######## updi_link_sequencer_flat ########
updi_link_sequencer_flat, routing congestion map:
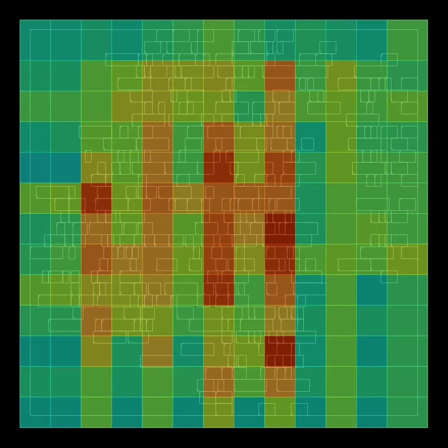
updi_link_sequencer_flat, where the registers sit:
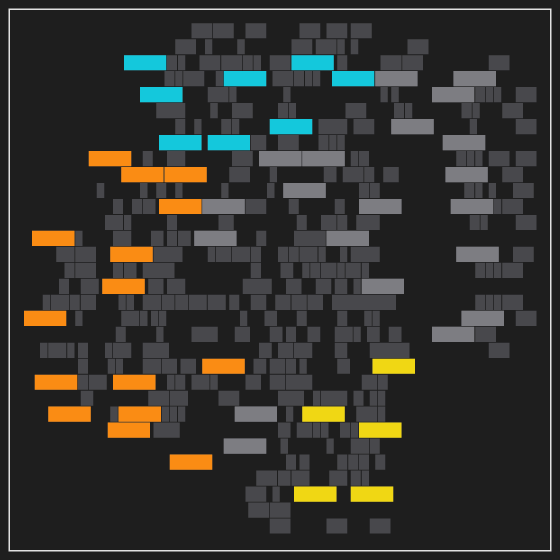
--- src/rtl/updi_link_sequencer_pkg.sv ---
// -----------------------------------------------------------------------------
// updi_pkg
// Shared types and default sizing for the UPDI link sequencer:
//   updi_seq_state_t  - sequencer FSM states
//   updi_err_t        - transaction error classification (err_code encoding)
//   UPDI_*_DEFAULT    - default DATA_BITS / MAX_RX_BYTES / TIMEOUT_CYCLES
// -----------------------------------------------------------------------------
package updi_pkg;

    localparam int UPDI_DATA_BITS_DEFAULT      = 8;
    localparam int UPDI_MAX_RX_BYTES_DEFAULT   = 16;
    localparam int UPDI_TIMEOUT_CYCLES_DEFAULT = 20000;

    typedef enum logic [2:0] {
        SEQ_IDLE   = 3'd0,
        SEQ_ACCEPT = 3'd1,
        SEQ_LAUNCH = 3'd2,
        SEQ_ECHO   = 3'd3,
        SEQ_RESP   = 3'd4,
        SEQ_DONE   = 3'd5,
        SEQ_ERROR  = 3'd6,
        SEQ_FLUSH  = 3'd7
    } updi_seq_state_t;

    typedef enum logic [1:0] {
        ERR_NONE    = 2'd0,
        ERR_ECHO    = 2'd1,
        ERR_TIMEOUT = 2'd2,
        ERR_RX      = 2'd3
    } updi_err_t;

endpackage

--- src/rtl/updi_link_sequencer_if.sv ---
// -----------------------------------------------------------------------------
// updi_link_sequencer_if
// Bundles every non-clock/reset signal of the UPDI link sequencer.
//   Requester side : cmd_data, cmd_valid, cmd_last, cmd_rx_len -> cmd_ready
//   UART tx side   : tx_data, tx_start -> ; tx_busy <-
//   UART rx side   : rx_data, rx_data_valid, rx_error <-
//   Link / status  : line_dir, rsp_data, rsp_valid, txn_done, txn_error, err_code
// Modports:
//   slave  - the sequencer itself
//   master - the surrounding environment (requester + UART pair)
// -----------------------------------------------------------------------------
interface updi_link_sequencer_if
    import updi_pkg::*;
#(
    parameter int DATA_BITS    = UPDI_DATA_BITS_DEFAULT,
    parameter int MAX_RX_BYTES = UPDI_MAX_RX_BYTES_DEFAULT
);
    localparam int RLW = $clog2(MAX_RX_BYTES + 1);

    logic [DATA_BITS-1:0] cmd_data;
    logic                 cmd_valid;
    logic                 cmd_last;
    logic [RLW-1:0]       cmd_rx_len;
    logic                 cmd_ready;
    logic [DATA_BITS-1:0] tx_data;
    logic                 tx_start;
    logic                 tx_busy;
    logic [DATA_BITS-1:0] rx_data;
    logic                 rx_data_valid;
    logic                 rx_error;
    logic                 line_dir;
    logic [DATA_BITS-1:0] rsp_data;
    logic                 rsp_valid;
    logic                 txn_done;
    logic                 txn_error;
    logic [1:0]           err_code;

    modport slave (
        input  cmd_data, cmd_valid, cmd_last, cmd_rx_len, tx_busy,
               rx_data, rx_data_valid, rx_error,
        output cmd_ready, tx_data, tx_start, line_dir, rsp_data, rsp_valid,
               txn_done, txn_error, err_code
    );

    modport master (
        output cmd_data, cmd_valid, cmd_last, cmd_rx_len, tx_busy,
               rx_data, rx_data_valid, rx_error,
        input  cmd_ready, tx_data, tx_start, line_dir, rsp_data, rsp_valid,
               txn_done, txn_error, err_code
    );

endinterface

--- src/rtl/updi_link_sequencer_timeout_counter.sv ---
// -----------------------------------------------------------------------------
// timeout_counter
// Counts enabled clock cycles since the last clear. `expired` is a 1-clk
// strobe in the cycle whose increment brings the count to MAX, so a wait that
// has lasted MAX full cycles without a clear is flagged right at its end.
// The count saturates at MAX so the strobe cannot repeat without a clear.
// Ports:
//   clk, rst  - clock, synchronous active-high reset
//   clr       - restart counting from zero (wins over en)
//   en        - count this cycle
//   expired   - 1-clk strobe, count reaching MAX
// -----------------------------------------------------------------------------
module timeout_counter #(
    parameter int MAX = 20000
) (
    input  logic clk,
    input  logic rst,
    input  logic clr,
    input  logic en,
    output logic expired
);
    localparam int TW = $clog2(MAX + 1);

    logic [TW-1:0] cnt_r;

    // Cycle counter: clear has priority, saturates at MAX.
    always_ff @(posedge clk) begin
        if (rst) begin
            cnt_r <= {TW{1'b0}};
        end else if (clr) begin
            cnt_r <= {TW{1'b0}};
        end else if (en && (cnt_r != TW'(MAX))) begin
            cnt_r <= cnt_r + TW'(1);
        end else begin
            cnt_r <= cnt_r;
        end
    end

    assign expired = en && !clr && (cnt_r == TW'(MAX - 1));

endmodule

--- src/rtl/updi_link_sequencer.sv ---
// -----------------------------------------------------------------------------
// updi_link_sequencer
// Sequences the half-duplex single-wire UPDI link: takes command bytes from the
// instruction layer, launches each one on uart_tx, consumes its pin echo from
// uart_rx, then releases the pin and collects the requested number of response
// bytes. Each transaction ends with a txn_done or a classified txn_error.
// Ports:
//   clk, rst      - clock, synchronous active-high reset
//   bus (slave)   - updi_link_sequencer_if: command handshake, uart tx/rx,
//                   line_dir, response stream and status (see interface)
// Build option:
//   UPDI_ECHO_CHECK_EN - when defined, each echo byte is compared with the
//                        transmitted byte and a mismatch reports err_code 1.
//                        When undefined the echo is only counted.
// All outputs are registered.
// -----------------------------------------------------------------------------
module updi_link_sequencer
    import updi_pkg::*;
#(
    parameter int DATA_BITS      = UPDI_DATA_BITS_DEFAULT,
    parameter int MAX_RX_BYTES   = UPDI_MAX_RX_BYTES_DEFAULT,
    parameter int TIMEOUT_CYCLES = UPDI_TIMEOUT_CYCLES_DEFAULT
) (
    input  logic                   clk,
    input  logic                   rst,
    updi_link_sequencer_if.slave   bus
);
    localparam int RLW = $clog2(MAX_RX_BYTES + 1);

    updi_seq_state_t       state_r;
    logic                  cmd_ready_r;
    logic [DATA_BITS-1:0]  tx_data_r;
    logic                  tx_start_r;
    logic                  line_dir_r;
    logic [DATA_BITS-1:0]  rsp_data_r;
    logic                  rsp_valid_r;
    logic                  txn_done_r;
    logic                  txn_error_r;
    updi_err_t             err_code_r;
    logic                  last_r;
    logic [RLW-1:0]        rx_len_r;

    logic                  tmo_en_s;
    logic                  tmo_clr_s;
    logic                  tmo_expired_s;
    logic                  fault_s;
    updi_err_t             fault_code_s;
    logic                  byte_ok_s;
    logic                  cmd_hs_s;

    // Requested response lengths beyond the buffer limit are clipped.
    function automatic logic [RLW-1:0] sat_len(input logic [RLW-1:0] len);
        if (len > RLW'(MAX_RX_BYTES)) begin
            sat_len = RLW'(MAX_RX_BYTES);
        end else begin
            sat_len = len;
        end
    endfunction

    // The receiver is only timed while a byte is actually owed to us; any
    // receiver event restarts the wait.
    assign tmo_en_s  = (state_r == SEQ_ECHO) || (state_r == SEQ_RESP);
    assign tmo_clr_s = !tmo_en_s || bus.rx_data_valid || bus.rx_error;
    assign cmd_hs_s  = cmd_ready_r && bus.cmd_valid;

    timeout_counter #(
        .MAX     (TIMEOUT_CYCLES)
    ) u_timeout (
        .clk     (clk),
        .rst     (rst),
        .clr     (tmo_clr_s),
        .en      (tmo_en_s),
        .expired (tmo_expired_s)
    );

    // Receiver event decode: rx_error beats a byte, a byte beats the timeout.
    always_comb begin
        fault_s      = 1'b0;
        fault_code_s = ERR_NONE;
        byte_ok_s    = 1'b0;
        if (bus.rx_error) begin
            fault_s      = 1'b1;
            fault_code_s = ERR_RX;
        end else if (bus.rx_data_valid) begin
`ifdef UPDI_ECHO_CHECK_EN
            if ((state_r == SEQ_ECHO) && (bus.rx_data != tx_data_r)) begin
                fault_s      = 1'b1;
                fault_code_s = ERR_ECHO;
            end else begin
                byte_ok_s = 1'b1;
            end
`else
            byte_ok_s = 1'b1;
`endif
        end else if (tmo_expired_s) begin
            fault_s      = 1'b1;
            fault_code_s = ERR_TIMEOUT;
        end else begin
            fault_s      = 1'b0;
            fault_code_s = ERR_NONE;
            byte_ok_s    = 1'b0;
        end
    end

    // Sequencer FSM with registered outputs; pulse outputs default low.
    always_ff @(posedge clk) begin
        if (rst) begin
            state_r     <= SEQ_IDLE;
            cmd_ready_r <= 1'b0;
            tx_data_r   <= {DATA_BITS{1'b0}};
            tx_start_r  <= 1'b0;
            line_dir_r  <= 1'b0;
            rsp_data_r  <= {DATA_BITS{1'b0}};
            rsp_valid_r <= 1'b0;
            txn_done_r  <= 1'b0;
            txn_error_r <= 1'b0;
            err_code_r  <= ERR_NONE;
            last_r      <= 1'b0;
            rx_len_r    <= {RLW{1'b0}};
        end else begin
            tx_start_r  <= 1'b0;
            rsp_valid_r <= 1'b0;
            txn_done_r  <= 1'b0;
            txn_error_r <= 1'b0;
            case (state_r)
                SEQ_IDLE, SEQ_ACCEPT: begin
                    if (cmd_hs_s) begin
                        tx_data_r   <= bus.cmd_data;
                        line_dir_r  <= 1'b1;
                        err_code_r  <= ERR_NONE;
                        last_r      <= bus.cmd_last;
                        if (bus.cmd_last) begin
                            rx_len_r <= sat_len(bus.cmd_rx_len);
                        end
                        cmd_ready_r <= 1'b0;
                        state_r     <= SEQ_LAUNCH;
                    end else begin
                        // First cycle out of reset arrives here with ready low.
                        cmd_ready_r <= 1'b1;
                    end
                end
                SEQ_LAUNCH: begin
                    if (!bus.tx_busy) begin
                        tx_start_r <= 1'b1;
                        state_r    <= SEQ_ECHO;
                    end
                end
                SEQ_ECHO: begin
                    if (fault_s) begin
                        line_dir_r  <= 1'b0;
                        err_code_r  <= fault_code_s;
                        txn_error_r <= 1'b1;
                        state_r     <= SEQ_ERROR;
                    end else if (byte_ok_s) begin
                        if (!last_r) begin
                            cmd_ready_r <= 1'b1;
                            state_r     <= SEQ_ACCEPT;
                        end else begin
                            // Whole command is on the wire: hand the pin over.
                            line_dir_r <= 1'b0;
                            if (rx_len_r != {RLW{1'b0}}) begin
                                state_r <= SEQ_RESP;
                            end else begin
                                txn_done_r <= 1'b1;
                                state_r    <= SEQ_DONE;
                            end
                        end
                    end
                end
                SEQ_RESP: begin
                    if (fault_s) begin
                        line_dir_r  <= 1'b0;
                        err_code_r  <= fault_code_s;
                        txn_error_r <= 1'b1;
                        state_r     <= SEQ_ERROR;
                    end else if (byte_ok_s) begin
                        rsp_data_r  <= bus.rx_data;
                        rsp_valid_r <= 1'b1;
                        rx_len_r    <= rx_len_r - RLW'(1);
                        if (rx_len_r == RLW'(1)) begin
                            txn_done_r <= 1'b1;
                            state_r    <= SEQ_DONE;
                        end
                    end
                end
                SEQ_DONE: begin
                    cmd_ready_r <= 1'b1;
                    state_r     <= SEQ_IDLE;
                end
                SEQ_ERROR: begin
                    // Unsent tail of the command must still be drained.
                    cmd_ready_r <= 1'b1;
                    state_r     <= last_r ? SEQ_IDLE : SEQ_FLUSH;
                end
                SEQ_FLUSH: begin
                    cmd_ready_r <= 1'b1;
                    if (cmd_hs_s && bus.cmd_last) begin
                        state_r <= SEQ_IDLE;
                    end
                end
                default: begin
                    cmd_ready_r <= 1'b0;
                    line_dir_r  <= 1'b0;
                    state_r     <= SEQ_IDLE;
                end
            endcase
        end
    end

    assign bus.cmd_ready = cmd_ready_r;
    assign bus.tx_data   = tx_data_r;
    assign bus.tx_start  = tx_start_r;
    assign bus.line_dir  = line_dir_r;
    assign bus.rsp_data  = rsp_data_r;
    assign bus.rsp_valid = rsp_valid_r;
    assign bus.txn_done  = txn_done_r;
    assign bus.txn_error = txn_error_r;
    assign bus.err_code  = err_code_r;

endmodule

--- src/flat_wrapper.sv ---
// flat-port wrapper written by rule: the top's interface ports become plain ports
module updi_link_sequencer_flat import updi_pkg::*;
#(
    parameter int DATA_BITS      = UPDI_DATA_BITS_DEFAULT,
    parameter int MAX_RX_BYTES   = UPDI_MAX_RX_BYTES_DEFAULT,
    parameter int TIMEOUT_CYCLES = UPDI_TIMEOUT_CYCLES_DEFAULT
)
  (clk, rst, bus_cmd_data, bus_cmd_valid, bus_cmd_last, bus_cmd_rx_len, bus_tx_busy, bus_rx_data, bus_rx_data_valid, bus_rx_error, bus_cmd_ready, bus_tx_data, bus_tx_start, bus_line_dir, bus_rsp_data, bus_rsp_valid, bus_txn_done, bus_txn_error, bus_err_code);
  updi_link_sequencer_if #(.DATA_BITS(DATA_BITS), .MAX_RX_BYTES(MAX_RX_BYTES)) bus_i ();
  input  logic clk;
  input  logic rst;
  input wire logic [$bits(bus_i.cmd_data)-1:0] bus_cmd_data;
  input wire logic [$bits(bus_i.cmd_valid)-1:0] bus_cmd_valid;
  input wire logic [$bits(bus_i.cmd_last)-1:0] bus_cmd_last;
  input wire logic [$bits(bus_i.cmd_rx_len)-1:0] bus_cmd_rx_len;
  input wire logic [$bits(bus_i.tx_busy)-1:0] bus_tx_busy;
  input wire logic [$bits(bus_i.rx_data)-1:0] bus_rx_data;
  input wire logic [$bits(bus_i.rx_data_valid)-1:0] bus_rx_data_valid;
  input wire logic [$bits(bus_i.rx_error)-1:0] bus_rx_error;
  output wire logic [$bits(bus_i.cmd_ready)-1:0] bus_cmd_ready;
  output wire logic [$bits(bus_i.tx_data)-1:0] bus_tx_data;
  output wire logic [$bits(bus_i.tx_start)-1:0] bus_tx_start;
  output wire logic [$bits(bus_i.line_dir)-1:0] bus_line_dir;
  output wire logic [$bits(bus_i.rsp_data)-1:0] bus_rsp_data;
  output wire logic [$bits(bus_i.rsp_valid)-1:0] bus_rsp_valid;
  output wire logic [$bits(bus_i.txn_done)-1:0] bus_txn_done;
  output wire logic [$bits(bus_i.txn_error)-1:0] bus_txn_error;
  output wire logic [$bits(bus_i.err_code)-1:0] bus_err_code;
  assign bus_i.cmd_data = bus_cmd_data;
  assign bus_i.cmd_valid = bus_cmd_valid;
  assign bus_i.cmd_last = bus_cmd_last;
  assign bus_i.cmd_rx_len = bus_cmd_rx_len;
  assign bus_i.tx_busy = bus_tx_busy;
  assign bus_i.rx_data = bus_rx_data;
  assign bus_i.rx_data_valid = bus_rx_data_valid;
  assign bus_i.rx_error = bus_rx_error;
  assign bus_cmd_ready = bus_i.cmd_ready;
  assign bus_tx_data = bus_i.tx_data;
  assign bus_tx_start = bus_i.tx_start;
  assign bus_line_dir = bus_i.line_dir;
  assign bus_rsp_data = bus_i.rsp_data;
  assign bus_rsp_valid = bus_i.rsp_valid;
  assign bus_txn_done = bus_i.txn_done;
  assign bus_txn_error = bus_i.txn_error;
  assign bus_err_code = bus_i.err_code;
  updi_link_sequencer #(.DATA_BITS(DATA_BITS), .MAX_RX_BYTES(MAX_RX_BYTES), .TIMEOUT_CYCLES(TIMEOUT_CYCLES)) u_core (.clk(clk), .rst(rst), .bus(bus_i));
endmodule
--- config.mk ---
export PLATFORM = sky130hd
export DESIGN_NAME = updi_link_sequencer_flat
export DESIGN_NICKNAME = d
export VERILOG_FILES = /design/src/rtl/updi_link_sequencer_pkg.sv /design/src/rtl/updi_link_sequencer_if.sv /design/src/rtl/updi_link_sequencer_timeout_counter.sv /design/src/rtl/updi_link_sequencer.sv /design/src/flat_wrapper.sv
export SDC_FILE = /design/constraint.sdc
export NUM_CORES = 1
export LEC_CHECK = 0
export CAP_MARGIN = 20
export CORE_MARGIN = 2
export CORE_UTILIZATION = 30
export CTS_CLUSTER_SIZE = 20
export DETAILED_ROUTE_END_ITERATION = 16
export SYNTH_ARGS = -nofsm -noshare
export SYNTH_HDL_FRONTEND = slang
export SYNTH_SLANG_ARGS = --single-unit
export TNS_END_PERCENT = 20
--- constraint.sdc ---
create_clock -name clk -period 3.2 [get_ports clk]
set_input_delay 0.64 -clock clk [delete_from_list [all_inputs] [get_ports clk]]
set_output_delay 0.64 -clock clk [all_outputs]
set_load 0.005 [all_outputs]
==> notes.md <==
Figures from the implementation reports.

- The initial antenna violation count reads 0.
- The area growth from synthesis to layout is 30.3%.
- The chip area estimate from yosys synthesis reads 0.00232 mm^2.
- Summed over all combinational cells, the power is 0.163 mW.
- The clock-cell share of area is 0.0369.
- The largest register by flop count reads u_core.u_timeout.cnt_r.
- The count of warning messages emitted by the tools reads 29.
- Of the total synthesized cell area, the portion taken by AND, OR, NAND and NOR gates is 0.271.
- Across the placement rows, the number of tap cells is ~100.
- The ratio of final minimum period to clock period reads 0.708.
- The die extent in x reads 91.9 um.
- The run finished with clean final reports.
- The count of final max-slew check failures is 0.
- The repair_antennas step left the layout with diodes totalling 0.
- The cell area reported after detailed placement is roughly 0.0029 mm^2.
- The post-synthesis share of cell area spent on full adders, half adders and majority gates is 0.0270.
- The proportion of register bits with asynchronous set or reset after synthesis reads 0.
- The cell at the slowest stage of the critical path reads or4_1.
- The first routing iteration left 122 violations.
- The worst path setup slack after routing is 0.935 ns.
- The number of different library cells in the post-synthesis netlist is 51.
- Once layout is complete, the cells apart from fillers number 438.
- The total number of sequential cells is about 48.
- Counting the fill cells in the layout gives 802.
- Setup repair after global routing left no endpoint under its margin.
## Picture notes: 'routing congestion map' of updi_link_sequencer_flat
routed length per placed instance: 12.7 um
GRT Util Overall: 0.137

## Picture notes: 'where the registers sit' of updi_link_sequencer_flat
u_core.u_timeout.cnt_r -> orange  # flops 15
u_core.rx_len_r -> yellow  # flops 5
u_core.bus.tx_data -> cyan  # flops 8, where top middle
not colored = 20
sequential-cell power consumption: 0.644 mW
sequential cell area share: 0.318
sequential cell area: 961 um^2

-- routing by layer --
metal	GRT usage	share of wire	up-vias
met5	0	0	-
met4	0.0361	0.013	0
met3	0.0378	0.041	7
met2	0.243	0.49	42
met1	0.162	0.46	997
li1	-	-	1109
-- cell usage in the layout, fill, tap and decap left out, drive strengths merged, types with 7 or more instances in the layout --
master	n
a21oi	33
clkdlybuf4s50	51
dfxtp	48
inv	11
nand2	49
nand3	7
nor2	29
nor3	10
o21ai	11
xnor2	7

######## tt_sweep_capture ########
$ cat config.mk
export PLATFORM = sky130hd
export DESIGN_NAME = tt_sweep_capture
export DESIGN_NICKNAME = d
export VERILOG_FILES = /design/src/rtl/tt_sweep_capture.sv
export SDC_FILE = /design/constraint.sdc
export NUM_CORES = 1
export LEC_CHECK = 0
export ABC_CLOCK_PERIOD_IN_PS = 8400
export CAP_MARGIN = 20
export CORE_AREA = 4 4 184 186
export CTS_BUF_LIST = sky130_fd_sc_hd__clkbuf_4
export DETAILED_ROUTE_END_ITERATION = 6
export DIE_AREA = 0 0 188 190
export HOLD_SLACK_MARGIN = 0.1
export PLACE_DENSITY = 0.75
export SYNTH_ARGS = -nofsm -noshare
export SYNTH_HDL_FRONTEND = slang
export SYNTH_SLANG_ARGS = --single-unit
$ cat constraint.sdc
create_clock -name clk -period 8.4 [get_ports clk]
set_input_delay 1.68 -clock clk [delete_from_list [all_inputs] [get_ports clk]]
set_output_delay 1.68 -clock clk [all_outputs]
set_load 0.02 [all_outputs]
$ cat src/rtl/tt_sweep_capture.sv
// tt_sweep_capture: truth-table collector for a single-output function under test.
// Sweeps every minterm onto x_vec, samples dut_out after SAMPLE_DLY extra hold
// cycles, assembles the 2^N_IN-bit table, compares it with a latched expected
// table and hands the result off with a valid/ready handshake.
// Optional feature macro: TT_MISMATCH_IDX_EN adds first_mm / mm_valid outputs
// reporting the lowest differing minterm.
module tt_sweep_capture #(
    parameter int N_IN       = 7,
    parameter int SAMPLE_DLY = 0
) (
    input  logic                     clk,
    input  logic                     rst_n,
    input  logic                     start,
    input  logic                     abort,
    input  logic [(1<<N_IN)-1:0]     exp_tt,
    output logic [N_IN-1:0]          x_vec,
    input  logic                     dut_out,
    output logic                     busy,
    output logic [(1<<N_IN)-1:0]     tt,
    output logic [N_IN:0]            ones_count,
    output logic                     match,
    output logic                     tt_valid,
    input  logic                     tt_ready
`ifdef TT_MISMATCH_IDX_EN
    ,
    output logic [N_IN-1:0]          first_mm,
    output logic                     mm_valid
`endif
);

    localparam int TTW = 1 << N_IN;
    localparam int HW  = (SAMPLE_DLY > 0) ? $clog2(SAMPLE_DLY + 1) : 1;

    typedef enum logic [1:0] {
        IDLE  = 2'd0,
        DRIVE = 2'd1,
        DONE  = 2'd2
    } state_t;

    state_t            r_state;
    state_t            w_nextState;

    logic [N_IN-1:0]   r_xVec;
    logic [HW-1:0]     r_hold;
    logic [TTW-1:0]    r_tt;
    logic [TTW-1:0]    r_expTt;
    logic [N_IN:0]     r_onesCount;
    logic              r_match;
    logic              r_ttValid;
    logic              r_busy;

    logic              w_sample;
    logic              w_last;
    logic [TTW-1:0]    w_ttNext;
    logic [N_IN:0]     w_onesNext;

    // Sample strobe, last-minterm flag and the table/count as they will look after this sample.
    always_comb begin
        w_sample            = (r_hold == HW'(SAMPLE_DLY));
        w_last              = &r_xVec;
        w_ttNext            = r_tt;
        w_ttNext[r_xVec]    = dut_out;
        w_onesNext          = r_onesCount + (N_IN+1)'(dut_out);
    end

    // Next-state logic; abort in DRIVE takes priority over the final sample.
    always_comb begin
        w_nextState = r_state;
        case (r_state)
            IDLE: begin
                if (start) begin
                    w_nextState = DRIVE;
                end
            end
            DRIVE: begin
                if (abort) begin
                    w_nextState = IDLE;
                end else if (w_sample && w_last) begin
                    w_nextState = DONE;
                end
            end
            DONE: begin
                if (tt_ready) begin
                    w_nextState = IDLE;
                end
            end
            default: begin
                w_nextState = IDLE;
            end
        endcase
    end

    // State register.
    always_ff @(posedge clk or negedge rst_n) begin
        if (!rst_n) begin
            r_state <= IDLE;
        end else begin
            r_state <= w_nextState;
        end
    end

    // Registered status flags derived from the upcoming state so they line up with it.
    always_ff @(posedge clk or negedge rst_n) begin
        if (!rst_n) begin
            r_busy    <= 1'b0;
            r_ttValid <= 1'b0;
        end else begin
            r_busy    <= (w_nextState == DRIVE);
            r_ttValid <= (w_nextState == DONE);
        end
    end

    // Sweep datapath: minterm index, hold counter, table assembly, onset count and match.
    always_ff @(posedge clk or negedge rst_n) begin
        if (!rst_n) begin
            r_xVec      <= '0;
            r_hold      <= '0;
            r_tt        <= '0;
            r_expTt     <= '0;
            r_onesCount <= '0;
            r_match     <= 1'b0;
        end else begin
            case (r_state)
                IDLE: begin
                    if (start) begin
                        r_expTt     <= exp_tt;
                        r_xVec      <= '0;
                        r_hold      <= '0;
                        r_tt        <= '0;
                        r_onesCount <= '0;
                        r_match     <= 1'b0;
                    end
                end
                DRIVE: begin
                    if (abort) begin
                        r_xVec <= '0;
                        r_hold <= '0;
                    end else if (!w_sample) begin
                        r_hold <= r_hold + HW'(1);
                    end else begin
                        r_tt        <= w_ttNext;
                        r_onesCount <= w_onesNext;
                        r_hold      <= '0;
                        if (w_last) begin
                            r_match <= (w_ttNext == r_expTt);
                        end else begin
                            r_xVec <= r_xVec + N_IN'(1);
                        end
                    end
                end
                default: begin
                end
            endcase
        end
    end

`ifdef TT_MISMATCH_IDX_EN
    logic [TTW-1:0]  w_diff;
    logic [N_IN-1:0] w_firstMm;
    logic [N_IN-1:0] r_firstMm;
    logic            r_mmValid;

    // Lowest differing minterm between the final table and the expected one.
    always_comb begin
        w_diff    = w_ttNext ^ r_expTt;
        w_firstMm = '0;
        for (int i = TTW - 1; i >= 0; i--) begin
            if (w_diff[i]) begin
                w_firstMm = N_IN'(i);
            end
        end
    end

    // Mismatch report captured on the edge that enters DONE.
    always_ff @(posedge clk or negedge rst_n) begin
        if (!rst_n) begin
            r_firstMm <= '0;
            r_mmValid <= 1'b0;
        end else if (r_state == DRIVE && !abort && w_sample && w_last) begin
            r_firstMm <= w_firstMm;
            r_mmValid <= |w_diff;
        end
    end

    assign first_mm = r_firstMm;
    assign mm_valid = r_mmValid;
`endif

    assign x_vec      = r_xVec;
    assign busy       = r_busy;
    assign tt         = r_tt;
    assign ones_count = r_onesCount;
    assign match      = r_match;
    assign tt_valid   = r_ttValid;

endmodule

tt_sweep_capture, routing congestion map:
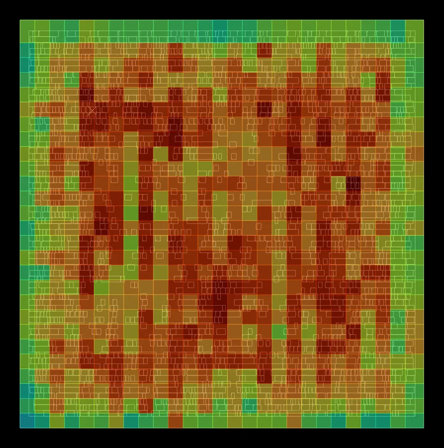
global routing usage on met1: 0.558
most utilized layer in the global route result: met2
GRT Util Overall: 0.417
routed length per placed instance: 29.1 um

==> notes.md <==
Figures from the implementation reports.

- The run finished, with violations left.
- The final reports fail on design-rule violations.
- In the post-synthesis netlist, the biggest area contributors are dfrtp_1, nand2_1, o21ai_0.
- The count of warning messages emitted by the tools is 30.
- Counting cells, the worst reg-to-reg path comes to 8.
- The post-detailed-route DRC marker count is 2.
- The minimum clock period after layout is 4.98 ns.
- The number of nets at the end of the flow reads approximately 2.3k.
- The worst setup path endpoint reads match.
- The clock network power reads 1.19 mW.
- The post-CTS repair timing setup buffer count is 0.
- The cell at the slowest stage of the critical path is o21ai_0.
- The type of element capturing the critical path reads a register.
- The count of final max-slew check failures is 0.
- The CTS buffer count is 75.
==> flip-flops by register name, indices dropped and copies added (netlist names) <==
name,cells
tt_valid,1
match,1
busy,1
ones_count,8
r_expTt,128
x_vec,7
r_state,2
tt,128
==> worst min-delay path, stage by stage, from the launching register on <==
cell and delay, ns:
dfrtp_1 0.36, nand2_1 0.06, nand2_1 0.06
==> routing by layer <==
layer,wire length [um],vias to the layer above,share of wire
met1,29700,8559,0.38
met3,9610,296,0.12
li1,-,7394,-
met2,33600,1449,0.44
met4,4350,2,0.056
met5,9,-,0.00012


==> notes/layouts.md <==
Pictures saved along the way, in no particular order.

Cells colored by class.
picture 1
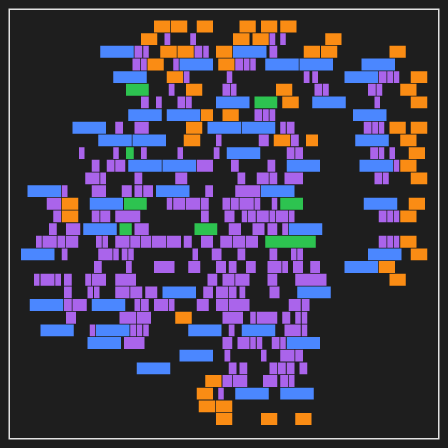
picture 2
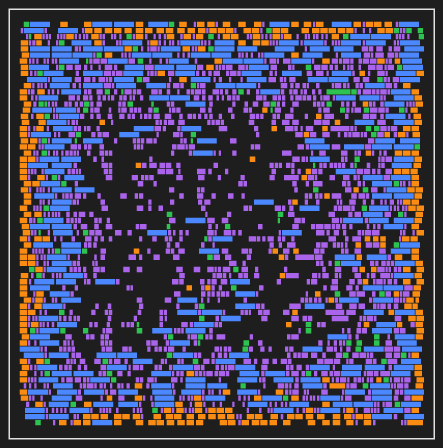
The one with the most sequential cells is picture 2.
Picture 2 is tt_sweep_capture.
Picture 1 is updi_link_sequencer_flat.

Key to picture 1:
remaining logic cells -> purple  # cells 227, share of their area 45%
remaining buffers and delay cells -> orange  # cells 53, share of their area 18%
clock drivers and dummy loads -> green  # cells 8, share of their area 3.8%
registers -> blue  # cells 48, share of their area 33%

Power and IR drop assume default switching activity.
